# block 1

File: config.mk
export PLATFORM = sky130hd
export DESIGN_NAME = fetch_stage
export DESIGN_NICKNAME = d
export VERILOG_FILES = /design/src/rtl/riscv_pkg.sv /design/src/rtl/fetch_fifo.sv /design/src/rtl/fetch_stage.sv
export SDC_FILE = /design/constraint.sdc
export NUM_CORES = 1
export LEC_CHECK = 0
export ABC_CLOCK_PERIOD_IN_PS = 5100
export CORE_MARGIN = 2
export CORE_UTILIZATION = 40
export DETAILED_ROUTE_END_ITERATION = 16
export GPL_TIMING_DRIVEN = 1
export PLACE_DENSITY_LB_ADDON = 0.15
export SETUP_SLACK_MARGIN = 0.02
export SKIP_LAST_GASP = 1
export SLEW_MARGIN = 20
export SYNTH_ARGS = -nofsm -noshare
export SYNTH_HDL_FRONTEND = slang
export SYNTH_SLANG_ARGS = --single-unit
export TNS_END_PERCENT = 1
File: constraint.sdc
create_clock -name clk -period 5.1 [get_ports clk]
set_input_delay 1.02 -clock clk [delete_from_list [all_inputs] [get_ports clk]]
set_output_delay 1.02 -clock clk [all_outputs]
set_load 0.01 [all_outputs]
File: src/rtl/riscv_pkg.sv
// Shared core types and constants.
// Fetch adds its FSM state and the fetch->decode entry bundle.
package riscv_pkg;

    localparam int FETCH_PC_WIDTH    = 32;
    localparam int INSTRUCTION_WIDTH = 32;
    localparam int INSTRUCTION_BYTES = 4;

    typedef enum logic {
        FETCH_RUN,
        FETCH_FAULT
    } fetch_state_t;

    typedef struct packed {
        logic [FETCH_PC_WIDTH-1:0]    pc;
        logic [INSTRUCTION_WIDTH-1:0] instruction;
    } fetch_entry_t;

endpackage

File: src/rtl/fetch_fifo.sv
// Small circular buffer of fetched {pc, instruction} entries.
// Flush empties it in one edge; push and pop may coincide when full.
module fetch_fifo
    import riscv_pkg::*;
#(
    parameter int DEPTH = 2
) (
    input  logic                     clk,
    input  logic                     rst_n,
    input  logic                     push,
    input  logic                     pop,
    input  logic                     flush,
    input  fetch_entry_t             wdata,
    output logic                     full,
    output logic                     empty,
    output logic [$clog2(DEPTH):0]   count,
    output fetch_entry_t             head
);

    localparam int PW = $clog2(DEPTH);
    localparam int CW = PW + 1;

    logic [PW-1:0] rd_ptr;
    logic [PW-1:0] wr_ptr;
    fetch_entry_t  mem [DEPTH];

    always_ff @(posedge clk or negedge rst_n) begin
        if (!rst_n) begin
            rd_ptr <= '0;
            wr_ptr <= '0;
            count  <= '0;
        end else if (flush) begin
            rd_ptr <= '0;
            wr_ptr <= '0;
            count  <= '0;
        end else begin
            if (push) wr_ptr <= wr_ptr + 1'b1;
            if (pop)  rd_ptr <= rd_ptr + 1'b1;
            if (push && !pop)      count <= count + 1'b1;
            else if (pop && !push) count <= count - 1'b1;
        end
    end

    // Storage needs no reset: count gates every read.
    always_ff @(posedge clk) begin
        if (push && !flush) mem[wr_ptr] <= wdata;
    end

    assign full  = (count == CW'(DEPTH));
    assign empty = (count == '0);
    assign head  = mem[rd_ptr];

endmodule

File: src/rtl/fetch_stage.sv
// Fetch front end: PC, redirect/fault FSM and ROM capture buffer.
// Entries reach decode one cycle after fetch; redirects flush the buffer.
module fetch_stage
    import riscv_pkg::*;
#(
    parameter int               XLEN         = FETCH_PC_WIDTH,
    parameter logic [XLEN-1:0]  RESET_PC     = '0,
    parameter int               BUFFER_DEPTH = 2
) (
    input  logic                         clk,
    input  logic                         rst_n,
    output logic [XLEN-1:0]              imem_address,
    input  logic [INSTRUCTION_WIDTH-1:0] imem_instruction,
    input  logic                         redirect_valid,
    input  logic [XLEN-1:0]              redirect_pc,
    output logic                         out_valid,
    input  logic                         out_ready,
    output logic [INSTRUCTION_WIDTH-1:0] out_instruction,
    output logic [XLEN-1:0]              out_pc,
    output logic                         fetch_fault
);

    localparam int CW = $clog2(BUFFER_DEPTH) + 1;

    fetch_state_t    state;
    fetch_state_t    state_next;
    logic [XLEN-1:0] fetch_pc;
    logic            push;
    logic            pop;
    logic            full;
    logic            empty;
    logic [CW-1:0]   count;
    logic            redirect_aligned;
    fetch_entry_t    wr_entry;
    fetch_entry_t    head;

    assign redirect_aligned = (redirect_pc[1:0] == 2'b00);

    assign imem_address = fetch_pc;
    assign fetch_fault  = (state == FETCH_FAULT);

    // A redirect hides the stale head so no handshake happens.
    assign out_valid = (count != '0) && !redirect_valid;
    assign pop       = out_valid && out_ready;
    assign push      = (state == FETCH_RUN) && !redirect_valid
                     && (!full || pop);

    assign wr_entry.pc          = fetch_pc;
    assign wr_entry.instruction = imem_instruction;

    assign out_instruction = empty ? '0 : head.instruction;
    assign out_pc          = empty ? '0 : head.pc;

    always_comb begin
        state_next = state;
        if (redirect_valid) begin
            state_next = redirect_aligned ? FETCH_RUN : FETCH_FAULT;
        end
    end

    always_ff @(posedge clk or negedge rst_n) begin
        if (!rst_n) begin
            state    <= FETCH_RUN;
            fetch_pc <= RESET_PC;
        end else begin
            state <= state_next;
            if (redirect_valid) begin
                fetch_pc <= {redirect_pc[XLEN-1:2], 2'b00};
            end else if (push) begin
                fetch_pc <= fetch_pc + XLEN'(INSTRUCTION_BYTES);
            end
        end
    end

    fetch_fifo #(
        .DEPTH (BUFFER_DEPTH)
    ) u_fifo (
        .clk   (clk),
        .rst_n (rst_n),
        .push  (push),
        .pop   (pop),
        .flush (redirect_valid),
        .wdata (wr_entry),
        .full  (full),
        .empty (empty),
        .count (count),
        .head  (head)
    );

endmodule

Block 1, nets reached from selected ports:
Scale: 3 px per µm.
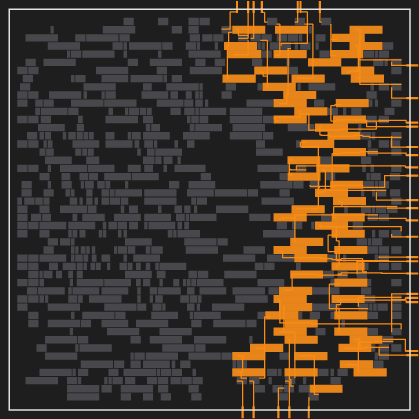
- orange: imem_instruction (direction input; end cells 64; buffers 32; wire 1310 µm)

Block 1, I/O pins on the die edge:
Scale: 2 px per µm. Pins as bars across the die edge, other pins in gray.
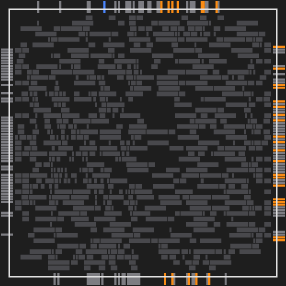
- blue: out_ready (pins 1; direction input; edge top)
- orange: imem_instruction (pins 32; direction input; edge 20 right, 7 top, 5 bottom)
- all pins by edge: 53 right, 49 left, 32 top, 32 bottom

Block 1, register map, names as in the netlist:
Scale: 2 px per µm. Other sequential cells in the stronger gray, the rest of the logic in the fainter gray.
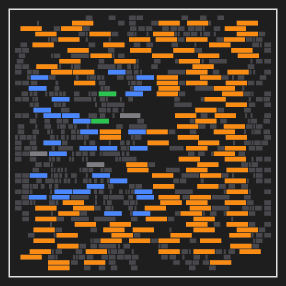
- green: u_fifo.count (placed flops 2)
- blue: imem_address (placed flops 30)
- orange: u_fifo.mem (placed flops 124; where widely spread)
- not colored: 3
flop share of the area: 50.8%
P_seq: 1.54 mW
Reg area: 4600 µm²
fin util: 55.2%

## worst register-to-register path, cell delays in order (launching register included)
cell and delay [ps]:
dfrtp_1 500, or2_2 380, or2_2 460, nor2_4 760
buf_12 340
## power by group through the flow
stage / combinational [mW] / clock (mW) / sequential, mW
finish: 0.352 / 1.17 / 1.54
global route: 0.383 / 1.25 / 1.55
CTS: 0.351 / 1.20 / 1.54
detailed placement: 0.349 / 0 / 1.57
global placement: 0.344 / 0 / 1.57
floorplan: 0.152 / 0 / 1.55
## per-layer routing
metal	vias up	routed length [µm]
met5	-	0
met4	0	235
met1	2191	7060
li1	2136	-
met3	21	1040
met2	196	7170
==> deck_impl_summary.md <==
Physical Implementation Snapshot

Run status
  – Outcome: finished clean

Timing
  – Post-route setup TNS: 0 ps
  – Crit path time final: ~3700 ps
  – FMAX: 273 MHz
  – RSZ-0062 raised after global routing: no
  – Rel. slew slack: 36.9%
  – Least-Margin Pin Slew: about 940 ps

Job
  – OpenROAD warnings: 26

Synthesis
  – FF+latch count, synth: 159
  – Mean Syn Cell Area: 13.7 µm²
  – Synth area leader: edfxtp_1
  – Top cells by area: edfxtp_1 56%, dfrtp_1 13%, mux2i_1 10%
  – Syn Inst Count: between 400 and 500
  – Yosys cell count: 486
  – Top-area cell share: a little under three fifths
  – Yosys simple share: a little under an eighth
  – Dominant Register Cell: edfxtp_1

Floorplanning
  – Tap Count: about 220
  – Io pins: 166
  – Die footprint: about 18000 µm²
  – Row count: around 47

Worst hold path
  – Hold Crit Class: reg2reg
  – Hold path start: imem_address[23]$_DFFE_PN0P_

Critical path
  – CP max stage delay: a little over 700 ps
  – Startpoint types: flip-flop
  – Critical Path End: out_pc[21]
  – Crit-path slowest cell: nor2_4
  – Worst reg2reg endpoint: u_fifo.mem[0][54]$_DFFE_PP_
  – CP Class: reg2out
  – Reg-to-reg slack, setup: between 2000 and 2500 ps

Global route
  – Met2 usage: between 20% and 30%
  – Vias in the first global route: between 4000 and 5000
  – Largest net degree at the start of global routing: about 64

Pwr
  – Combinational Power Share: about 12%
  – Clock network power share: between 30% and 40%
  – Flop pwr share: 50.2%
  – Sw frac: roughly a quarter

Final layout
  – Bufs w/o clock: roughly 170
  – Commonest Layout Cell: clkdlybuf4s50_1
  – Synth-to-layout area growth: 36.0%
  – Buffer share of cell area: between 10% and 20%
  – Final net count: between 700 and 800
  – Fin cells: around 900

Clocking
  – Root Buffer: clkbuf_16
  – Clock Path Buffers: 2
  – CTS tree: yes

Place
  – Placer Congestion: ~0.81

Drt
  – Via count: ~4500
  – 1st-pass router iterations: 4
  – Antenna Nets Post-Route: 0
  – Final wirelength: roughly 16000 µm

# block 2

Block 2, nets reached from selected ports:
Scale: 4 px per µm.
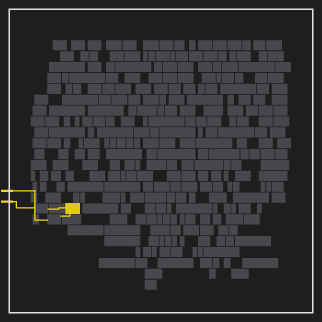
Block 2, register map, names as in the netlist:
Scale: 4 px per µm. Other sequential cells in the stronger gray, the rest of the logic in the fainter gray.
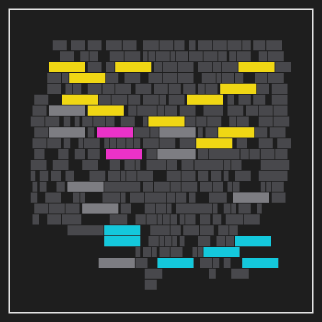
Block 2, track usage over the die:
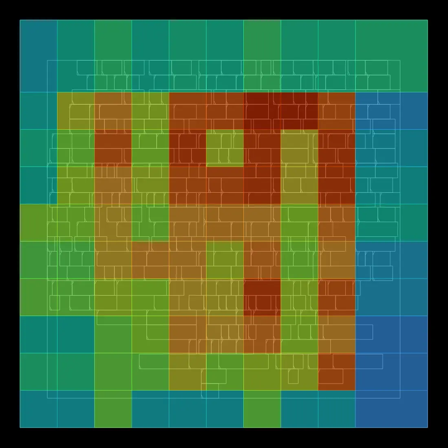
## src/rtl/snoop_bus_ctrl_pkg.sv

```systemverilog
// Shared types for the two-CPU MSI snooping bus controller.
// Block states, bus operations, controller FSM states and the block address width.
package snoop_bus_ctrl_pkg;

   typedef enum logic [1:0] {
      INVALID  = 2'b00,
      SHARED   = 2'b01,
      MODIFIED = 2'b10
   } blk_state_t;

   typedef enum logic [1:0] {
      OP_RD,
      OP_WR,
      OP_INV
   } bus_op_t;

   typedef enum logic [1:0] {
      SB_IDLE,
      SB_SNOOP,
      SB_RESP,
      SB_GRANT
   } sb_state_t;

   localparam int BLK_ADDR_W = 11;

   function automatic logic [1:0] cpu_onehot(input logic idx);
      return idx ? 2'b10 : 2'b01;
   endfunction

endpackage

```

## src/rtl/snoop_bus_ctrl_rr_arbiter2.sv

```systemverilog
// Two-request round-robin picker with its own favoured-CPU pointer.
// A lone requester always wins; on a tie the pointer decides.
module rr_arbiter2
   import snoop_bus_ctrl_pkg::*;
(
   input  logic       clk,
   input  logic       rst,
   input  logic [1:0] req,
   input  logic       update,
   input  logic       next_ptr,
   output logic       valid,
   output logic       winner,
   output logic       rr
);

   logic rr_q;
   logic rr_d;

   always_comb begin
      valid  = |req;
      winner = 1'b0;
      unique case (req)
         2'b01:   winner = 1'b0;
         2'b10:   winner = 1'b1;
         2'b11:   winner = rr_q;
         default: winner = 1'b0;
      endcase
      rr_d = update ? next_ptr : rr_q;
   end

   always_ff @(posedge clk or posedge rst) begin
      if (rst) begin
         rr_q <= 1'b0;
      end else begin
         rr_q <= rr_d;
      end
   end

   assign rr = rr_q;

endmodule

```

## src/rtl/snoop_bus_ctrl.sv

```systemverilog
// Two-CPU snooping coherence bus controller: arbitrate, snoop the other CPU,
// then grant the winner with fill-source and invalidate qualifiers.
module snoop_bus_ctrl
   import snoop_bus_ctrl_pkg::*;
#(
   parameter int TIMEOUT = 64
) (
   input  logic                  clk,
   input  logic                  rst,
   input  logic [1:0]            read_miss,
   input  logic [1:0]            write_miss,
   input  logic [1:0]            invalidate,
   input  logic [BLK_ADDR_W-1:0] BICO0,
   input  logic [BLK_ADDR_W-1:0] BICO1,
   input  logic [1:0]            cpu_search_found,
   input  logic [1:0]            block_state0,
   input  logic [1:0]            block_state1,
   output logic [1:0]            cpu_search,
   output logic [BLK_ADDR_W-1:0] BOCI0,
   output logic [BLK_ADDR_W-1:0] BOCI1,
   output logic [1:0]            grant,
   output logic [1:0]            cpu_datasel,
   output logic [1:0]            invalidate_from_other_cpu,
   output logic                  bus_err
);

   localparam int TMO_W = (TIMEOUT > 2) ? $clog2(TIMEOUT) : 1;
   localparam logic [TMO_W-1:0] TMO_LAST = TMO_W'(TIMEOUT - 1);

   sb_state_t             state_q, state_d;
   logic                  owner_q, owner_d;
   bus_op_t               op_q, op_d;
   logic [BLK_ADDR_W-1:0] addr_q, addr_d;
   logic                  found_q, found_d;
   blk_state_t            blk_q, blk_d;
   logic [TMO_W-1:0]      tmo_q, tmo_d;
   logic                  bus_err_q, bus_err_d;

   logic [1:0] req;
   logic       arb_valid;
   logic       arb_winner;
   logic       arb_rr;
   logic       grant_exit;
   logic       other;

   assign req   = read_miss | write_miss | invalidate;
   assign other = ~owner_q;

   rr_arbiter2 u_arb (
      .clk      (clk),
      .rst      (rst),
      .req      (req),
      .update   (grant_exit),
      .next_ptr (other),
      .valid    (arb_valid),
      .winner   (arb_winner),
      .rr       (arb_rr)
   );

   always_comb begin
      state_d    = state_q;
      owner_d    = owner_q;
      op_d       = op_q;
      addr_d     = addr_q;
      found_d    = found_q;
      blk_d      = blk_q;
      tmo_d      = tmo_q;
      bus_err_d  = bus_err_q;
      grant_exit = 1'b0;

      unique case (state_q)
         SB_IDLE: begin
            if (arb_valid) begin
               owner_d = arb_winner;
               addr_d  = arb_winner ? BICO1 : BICO0;
               if (write_miss[arb_winner])     op_d = OP_WR;
               else if (read_miss[arb_winner]) op_d = OP_RD;
               else                            op_d = OP_INV;
               state_d = SB_SNOOP;
            end
         end
         SB_SNOOP: state_d = SB_RESP;
         SB_RESP: begin
            found_d = cpu_search_found[other];
            blk_d   = blk_state_t'(other ? block_state1 : block_state0);
            tmo_d   = '0;
            state_d = SB_GRANT;
         end
         SB_GRANT: begin
            // A released request ends the grant cleanly even on the last allowed cycle.
            if (!req[owner_q]) begin
               grant_exit = 1'b1;
               state_d    = SB_IDLE;
            end else if (tmo_q == TMO_LAST) begin
               grant_exit = 1'b1;
               bus_err_d  = 1'b1;
               state_d    = SB_IDLE;
            end else begin
               tmo_d = tmo_q + 1'b1;
            end
         end
         default: state_d = SB_IDLE;
      endcase
   end

   always_ff @(posedge clk or posedge rst) begin
      if (rst) begin
         state_q   <= SB_IDLE;
         owner_q   <= 1'b0;
         op_q      <= OP_RD;
         addr_q    <= '0;
         found_q   <= 1'b0;
         blk_q     <= INVALID;
         tmo_q     <= '0;
         bus_err_q <= 1'b0;
      end else begin
         state_q   <= state_d;
         owner_q   <= owner_d;
         op_q      <= op_d;
         addr_q    <= addr_d;
         found_q   <= found_d;
         blk_q     <= blk_d;
         tmo_q     <= tmo_d;
         bus_err_q <= bus_err_d;
      end
   end

   // Output decode uses only registered state and latches.
   always_comb begin
      logic busy;
      logic inv_cmd;
      logic fill_cache;

      cpu_search                = 2'b00;
      grant                     = 2'b00;
      cpu_datasel               = 2'b00;
      invalidate_from_other_cpu = 2'b00;
      BOCI0                     = '0;
      BOCI1                     = '0;

      busy       = (state_q != SB_IDLE);
      inv_cmd    = found_q && (op_q != OP_RD) && (blk_q != INVALID);
      fill_cache = found_q && (blk_q == MODIFIED) && (op_q == OP_RD || op_q == OP_WR);

      if (busy) begin
         if (other) BOCI1 = addr_q;
         else       BOCI0 = addr_q;
      end
      if (state_q == SB_SNOOP) cpu_search = cpu_onehot(other);
      if (state_q == SB_GRANT) begin
         grant = cpu_onehot(owner_q);
         if (inv_cmd)    invalidate_from_other_cpu = cpu_onehot(other);
         if (fill_cache) cpu_datasel = cpu_onehot(owner_q);
      end
   end

   assign bus_err = bus_err_q;

endmodule

```

## config.mk

```make
export PLATFORM = sky130hd
export DESIGN_NAME = snoop_bus_ctrl
export DESIGN_NICKNAME = d
export VERILOG_FILES = /design/src/rtl/snoop_bus_ctrl_pkg.sv /design/src/rtl/snoop_bus_ctrl_rr_arbiter2.sv /design/src/rtl/snoop_bus_ctrl.sv
export SDC_FILE = /design/constraint.sdc
export NUM_CORES = 1
export LEC_CHECK = 0
export CAP_MARGIN = 30
export CORE_MARGIN = 5
export CORE_UTILIZATION = 39
export DETAILED_ROUTE_END_ITERATION = 7
export PLACE_DENSITY = 0.84
export SLEW_MARGIN = 20
export SYNTH_ARGS = -nofsm -noshare
export SYNTH_HDL_FRONTEND = slang
export SYNTH_HIERARCHICAL = 1
export SYNTH_SLANG_ARGS = --single-unit
export TNS_END_PERCENT = 1
```

## constraint.sdc

```tcl
create_clock -name clk -period 1.55 [get_ports clk]
set_input_delay 0.3875 -clock clk [delete_from_list [all_inputs] [get_ports clk]]
set_output_delay 0.3875 -clock clk [all_outputs]
set_load 0.02 [all_outputs]
```

==> deck_impl_summary.md <==
Physical Implementation Snapshot

Run status
  – Outcome: finished with violations
  – Violated checks: setup timing

Final layout
  – Biggest regs: addr_q x11, tmo_q x6
  – Bufs w/o clock: between 100 and 150
  – Ant. Diodes: 0
  – Commonest Layout Cell: buf_4
  – Fin util: between 70% and 80%
  – Number of non-clock inverters in the layout: 12
  – Max reg flops: 11
  – Combinational share of cell area: around two fifths
  – Final net count: around 330
  – Logic area: ~1100 µm²

Place
  – Placed cell count: between 300 and 400
  – Placer Congestion: between 0.7 and 0.8

Timing
  – Least-Margin Pin Slew: 428 ps
  – PnR worst setup slack: -300 ps
  – Final setup vio count: 46
  – Final period util: 119%

Synthesis
  – Syn nets: 231
  – XOR Share, Synth: 0%
  – Mux share: 10.5%
  – Yosys cell count: 189

Critical path
  – Worst Path Arrival: about 1500 ps
  – Critical Path End: BOCI1[0]
  – Most used cell, CP: buf_6
  – CP Class: reg2out
  – CP top delay family: flip-flops

Pwr
  – Internal Power: between 3 and 4 mW
  – Clk pwr: between 0.4 and 0.5 mW
  – Combinational Power Share: between 70% and 80%
  – P_seq: 1.27 mW
  – Logic power comb: about 4.4 mW
  – Sw frac: between 40% and 50%

Drt
  – 1st-pass router iterations: 4

Clocking
  – CTS tree: yes
  – Post_cts resized: approximately 200
  – Post-CTS Repair Setup Buffers: 0

Floorplanning
  – FP Core Util: 40.9%
  – Die footprint: about 5700 µm²

Global route
  – Vias in the first global route: 1735
About 'nets reached from selected ports' of block 2:
- yellow: cpu_search_found (direction input; end cells 1; buffers 2; wire 32.2 µm)
io pins: 67
Port Buffers: 66

About 'register map, names as in the netlist' of block 2:
- cyan: tmo_q (placed flops 6)
- yellow: addr_q (placed flops 11)
- magenta: op_q (placed flops 2)
- not colored: 8

About 'track usage over the die' of block 2:
Wirelength per Cell: 16.4 µm
met2 usage: 29.8%

## metrics by stage
step	hold WS [ps]	setup TNS, ps	total power, mW	cell area, µm²
floorplan	116	-1710	3.25	1730
global placement	455	-22250	4.68	2660
detailed placement	462	-23950	4.78	2660
CTS	267	-7540	5.60	2790
global route	286	-9820	6.41	2920
finish	264	-7840	6.05	2920
## layer usage
layer,vias up,part of all wire (%),global-route usage (%)
li1,828,-,-
met1,834,42,25.2
met2,50,52,29.8
met3,9,4.2,1.72
met4,0,2.1,4.08
met5,-,0,0

# block 3

Block 3, nets reached from selected ports:
Scale: 4 px per µm.
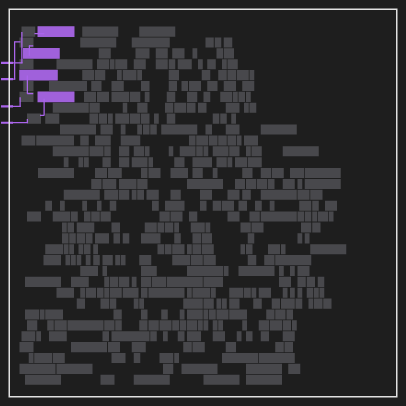
Block 3, metal layers overlaid:
Scale: 4 px per µm.
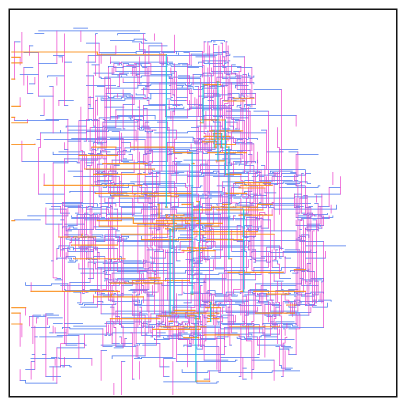
File: config.mk
export PLATFORM = sky130hd
export DESIGN_NAME = piano_tone_gen
export DESIGN_NICKNAME = d
export VERILOG_FILES = /design/src/rtl/piano_tone_gen_pkg.sv /design/src/rtl/piano_tone_gen_note_sync_qual.sv /design/src/rtl/piano_tone_gen.sv
export SDC_FILE = /design/constraint.sdc
export NUM_CORES = 1
export LEC_CHECK = 0
export CORE_MARGIN = 2
export CORE_UTILIZATION = 40
export DETAILED_ROUTE_END_ITERATION = 6
export HOLD_SLACK_MARGIN = 0.1
export SLEW_MARGIN = 20
export SYNTH_ARGS = -nofsm -noshare
export SYNTH_HDL_FRONTEND = slang
export SYNTH_SLANG_ARGS = --single-unit
File: constraint.sdc
create_clock -name CLK -period 3.9 [get_ports CLK]
set_clock_uncertainty 0.15 [all_clocks]
set_input_delay 0.39 -clock CLK [delete_from_list [all_inputs] [get_ports CLK]]
set_output_delay 0.39 -clock CLK [all_outputs]
set_load 0.01 [all_outputs]
File: src/rtl/piano_tone_gen_pkg.sv
// Shared note codes and half-period table for the piano tone path.
// Sequencer, keyboard and tone generator all use these codes.
package piano_tone_gen_pkg;

    typedef enum logic [3:0] {
        NOTE_C5   = 4'd0,
        NOTE_B    = 4'd1,
        NOTE_A    = 4'd2,
        NOTE_G    = 4'd3,
        NOTE_F    = 4'd4,
        NOTE_E    = 4'd5,
        NOTE_D    = 4'd6,
        NOTE_C4   = 4'd7,
        NOTE_NONE = 4'd8
    } note_e;

    typedef enum logic {
        ST_IDLE,
        ST_TONE
    } tone_state_e;

    localparam logic [31:0] HP_C5 = 32'd95557;
    localparam logic [31:0] HP_B  = 32'd101239;
    localparam logic [31:0] HP_A  = 32'd113636;
    localparam logic [31:0] HP_G  = 32'd127551;
    localparam logic [31:0] HP_F  = 32'd143172;
    localparam logic [31:0] HP_E  = 32'd151685;
    localparam logic [31:0] HP_D  = 32'd170265;
    localparam logic [31:0] HP_C4 = 32'd191110;

    // Codes above NOTE_NONE carry no pitch and are treated as silence.
    function automatic logic [3:0] fold_note(input logic [3:0] code);
        return (code > 4'd8) ? NOTE_NONE : code;
    endfunction

    // Counter load value (half-period minus one); zero for non-pitched codes.
    function automatic logic [31:0] hp_load(
        input logic [3:0]  code,
        input int unsigned shift
    );
        logic [31:0] v;
        case (code)
            NOTE_C5: v = HP_C5;
            NOTE_B:  v = HP_B;
            NOTE_A:  v = HP_A;
            NOTE_G:  v = HP_G;
            NOTE_F:  v = HP_F;
            NOTE_E:  v = HP_E;
            NOTE_D:  v = HP_D;
            NOTE_C4: v = HP_C4;
            default: v = 32'd0;
        endcase
        return (v == 32'd0) ? 32'd0 : ((v >> shift) - 32'd1);
    endfunction

endpackage

File: src/rtl/piano_tone_gen_note_sync_qual.sv
// Note-code input conditioning: 3-flop synchroniser, stability
// qualifier and folding of out-of-range codes to "none".
module piano_tone_gen_note_sync_qual
    import piano_tone_gen_pkg::*;
(
    input  logic       i_clk,
    input  logic       i_rst_n,
    input  logic [3:0] i_note,
    output logic [3:0] o_q
);

    logic [3:0] r_s1;
    logic [3:0] r_s2;
    logic [3:0] r_s3;
    logic [3:0] r_q;
    logic [3:0] w_q;

    // A code is accepted only once it has been stable for two synced samples.
    always_comb begin
        w_q = r_q;
        if (r_s2 == r_s3) begin
            w_q = fold_note(r_s2);
        end
    end

    always_ff @(posedge i_clk or negedge i_rst_n) begin
        if (!i_rst_n) begin
            r_s1 <= NOTE_NONE;
            r_s2 <= NOTE_NONE;
            r_s3 <= NOTE_NONE;
            r_q  <= NOTE_NONE;
        end else begin
            r_s1 <= i_note;
            r_s2 <= r_s1;
            r_s3 <= r_s2;
            r_q  <= w_q;
        end
    end

    assign o_q = w_q;

endmodule

File: src/rtl/piano_tone_gen.sv
// Square-wave tone generator: pitch changes only at half-period
// boundaries, output gated by an 8-step volume PWM.
module piano_tone_gen
    import piano_tone_gen_pkg::*;
#(
    parameter int unsigned CLK_HZ    = 100_000_000,
    parameter int unsigned SIM_SHIFT = 0,
    parameter int unsigned HP_W      = 18
) (
    input  logic       CLK,
    input  logic       RESET_N,
    input  logic [3:0] note,
    input  logic [2:0] VOLUME,
    output logic       SPEAKER,
    output logic       PLAYING,
    output logic [3:0] CUR_NOTE
);

    tone_state_e r_state;
    tone_state_e w_state_nxt;
    logic [HP_W-1:0] r_cnt;
    logic [HP_W-1:0] w_cnt_nxt;
    logic            r_wave;
    logic            w_wave_nxt;
    logic [3:0]      r_cur;
    logic [3:0]      w_cur_nxt;
    logic [2:0]      r_pwm;
    logic            r_spk;

    logic [3:0]      w_q;
    logic            w_q_valid;
    logic            w_term;
    logic            w_same;
    logic            w_change;
    logic [HP_W-1:0] w_load_q;
    logic [HP_W-1:0] w_load_cur;
    logic            w_unused_clk_hz;

    // The table is fixed at 100 MHz; the clock rate is informational only.
    assign w_unused_clk_hz = (CLK_HZ != 0);

    piano_tone_gen_note_sync_qual u_sync (
        .i_clk   (CLK),
        .i_rst_n (RESET_N),
        .i_note  (note),
        .o_q     (w_q)
    );

    assign w_q_valid  = (w_q < 4'd8);
    assign w_term     = (r_cnt == '0);
    assign w_same     = (w_q == r_cur);
    assign w_change   = w_q_valid && !w_same;
    assign w_load_q   = HP_W'(hp_load(w_q, SIM_SHIFT));
    assign w_load_cur = HP_W'(hp_load(r_cur, SIM_SHIFT));

    always_comb begin
        w_state_nxt = r_state;
        w_cnt_nxt   = r_cnt;
        w_wave_nxt  = r_wave;
        w_cur_nxt   = r_cur;
        unique case (r_state)
            ST_IDLE: begin
                w_cnt_nxt  = '0;
                w_wave_nxt = 1'b0;
                if (w_q_valid) begin
                    w_state_nxt = ST_TONE;
                    w_cur_nxt   = w_q;
                    w_cnt_nxt   = w_load_q;
                    w_wave_nxt  = 1'b1;
                end
            end
            ST_TONE: begin
                if (!w_term) begin
                    w_cnt_nxt = r_cnt - HP_W'(1);
                end else begin
                    // Pitch changes keep phase: the wave still toggles here.
                    unique case (1'b1)
                        w_same: begin
                            w_wave_nxt = ~r_wave;
                            w_cnt_nxt  = w_load_cur;
                        end
                        w_change: begin
                            w_wave_nxt = ~r_wave;
                            w_cur_nxt  = w_q;
                            w_cnt_nxt  = w_load_q;
                        end
                        default: begin
                            w_wave_nxt  = 1'b0;
                            w_cur_nxt   = NOTE_NONE;
                            w_cnt_nxt   = '0;
                            w_state_nxt = ST_IDLE;
                        end
                    endcase
                end
            end
        endcase
    end

    always_ff @(posedge CLK or negedge RESET_N) begin
        if (!RESET_N) begin
            r_state <= ST_IDLE;
            r_cnt   <= '0;
            r_wave  <= 1'b0;
            r_cur   <= NOTE_NONE;
            r_pwm   <= '0;
            r_spk   <= 1'b0;
        end else begin
            r_state <= w_state_nxt;
            r_cnt   <= w_cnt_nxt;
            r_wave  <= w_wave_nxt;
            r_cur   <= w_cur_nxt;
            r_pwm   <= r_pwm + 3'd1;
            r_spk   <= r_wave & (r_pwm < VOLUME);
        end
    end

    assign SPEAKER  = r_spk;
    assign PLAYING  = (r_state == ST_TONE);
    assign CUR_NOTE = r_cur;

endmodule

==> deck_impl_summary.md <==
Physical Implementation Snapshot

Drt
  – Number of vias per cell: between 6 and 7
  – Initial detailed-routing violation count: between 400 and 500
  – Max Used Layer: met4

Synthesis
  – Distinct cells, synth: approximately 64
  – Yosys simple share: between 20% and 30%
  – Yosys stat area: around 3400 µm²
  – Synth Seq Share: between 30% and 40%
  – Comb area leader: AND-OR/OR-AND gates
  – Fraction of registers with async set/reset: 100%
  – Syn nets: 430
  – XOR Share, Synth: under 10%
  – Yosys cell count: between 400 and 500
  – Dominant Register Cell: dfrtp_1

Pwr
  – Power Density: between 200 and 300 nW/µm²
  – Design Power: roughly 1.1 mW
  – Leakage: roughly 1.5 nW
  – Worst IR Drop VDD: around 0.16 mV

Floorplanning
  – Die Y: between 90 and 100 µm

Timing
  – Rel. slew slack: 52.2%
  – FMAX: roughly 280 MHz
  – Final Hold Viols: 0
  – PnR worst setup slack: between 300 and 400 ps

Clocking
  – Post-CTS Repair Setup Buffers: 0
  – Total CTS buffers: 5

Final layout
  – Number of non-clock inverters in the layout: 20
  – Clk tree area frac: between 2 and 3%
  – Combinational share of cell area: between 50 and 60%
  – Area-dominant class: logic gates
  – Fillers: between 800 and 900
  – Flop share of the area: between 20% and 30%
  – Buffer share of cell area: around 6%
  – Clock buffers: 6

Critical path
  – Crit-path slowest cell: dfrtp_1
  – CP max stage delay: just under 600 ps
  – Critical Path End Type: flip-flop
  – Crit path cell chain: xor2_1 -> or4_1 -> nand2_1 -> o21ai_0 -> ha_1 -> nor2_1 -> a211oi_1 -> nand2_1 -> ha_1 -> a2111o_1 -> nand3_1
  – Worst Setup SP: u_sync.r_s2[2]$_DFF_PN0_
  – Critical path fanouts, max: 12

Global route
  – First-pass GRT wire length: around 16000 µm
  – Vias in the first global route: ~3000

Place
  – Dpl ws: between 400 and 500 ps
  – Post-DP Area: 3660 µm²

Worst hold path
  – Hold EP: u_sync.r_s2[0]$_DFF_PN0_

Run status
  – Outcome: finished clean
Notes on 'nets reached from selected ports' of block 3 above:
- purple: note (direction input; end cells 4; buffers 4; wire 47.0 µm)
io pins: 15
Port Buffers: 14

Notes on 'metal layers overlaid' of block 3 above:
- magenta: metal 2 (wire length 4460 µm)
- orange: metal 3 (wire length 765 µm)
- cyan: metal 4 (wire length 267 µm)
- blue: metal 1 (wire length 4540 µm)
via count: 3337
GR Util All Layers: 23.0%
Wirelength per Cell: 19.3 µm
final wirelength: 10000 µm

registers in the layout, summed over array words and instances, names as in the netlist:
name,cells
u_sync.r_s2,4
u_sync.r_s1,4
u_sync.r_q,4
u_sync.r_s3,4
PLAYING,1
SPEAKER,1
r_wave,1
CUR_NOTE,4
r_cnt,18
r_pwm,3
power breakdown:
part | internal (mW) | leakage (nW) | total (mW) | switching [mW]
registers | 0.474 | 0.515 | 0.511 | 0.0373
logic | 0.102 | 0.914 | 0.266 | 0.164
clock network | 0.144 | 0.0434 | 0.320 | 0.176
total | 0.720 | 1.47 | 1.10 | 0.377

Power figures rest on the tool's default switching activity, not on a simulated workload.
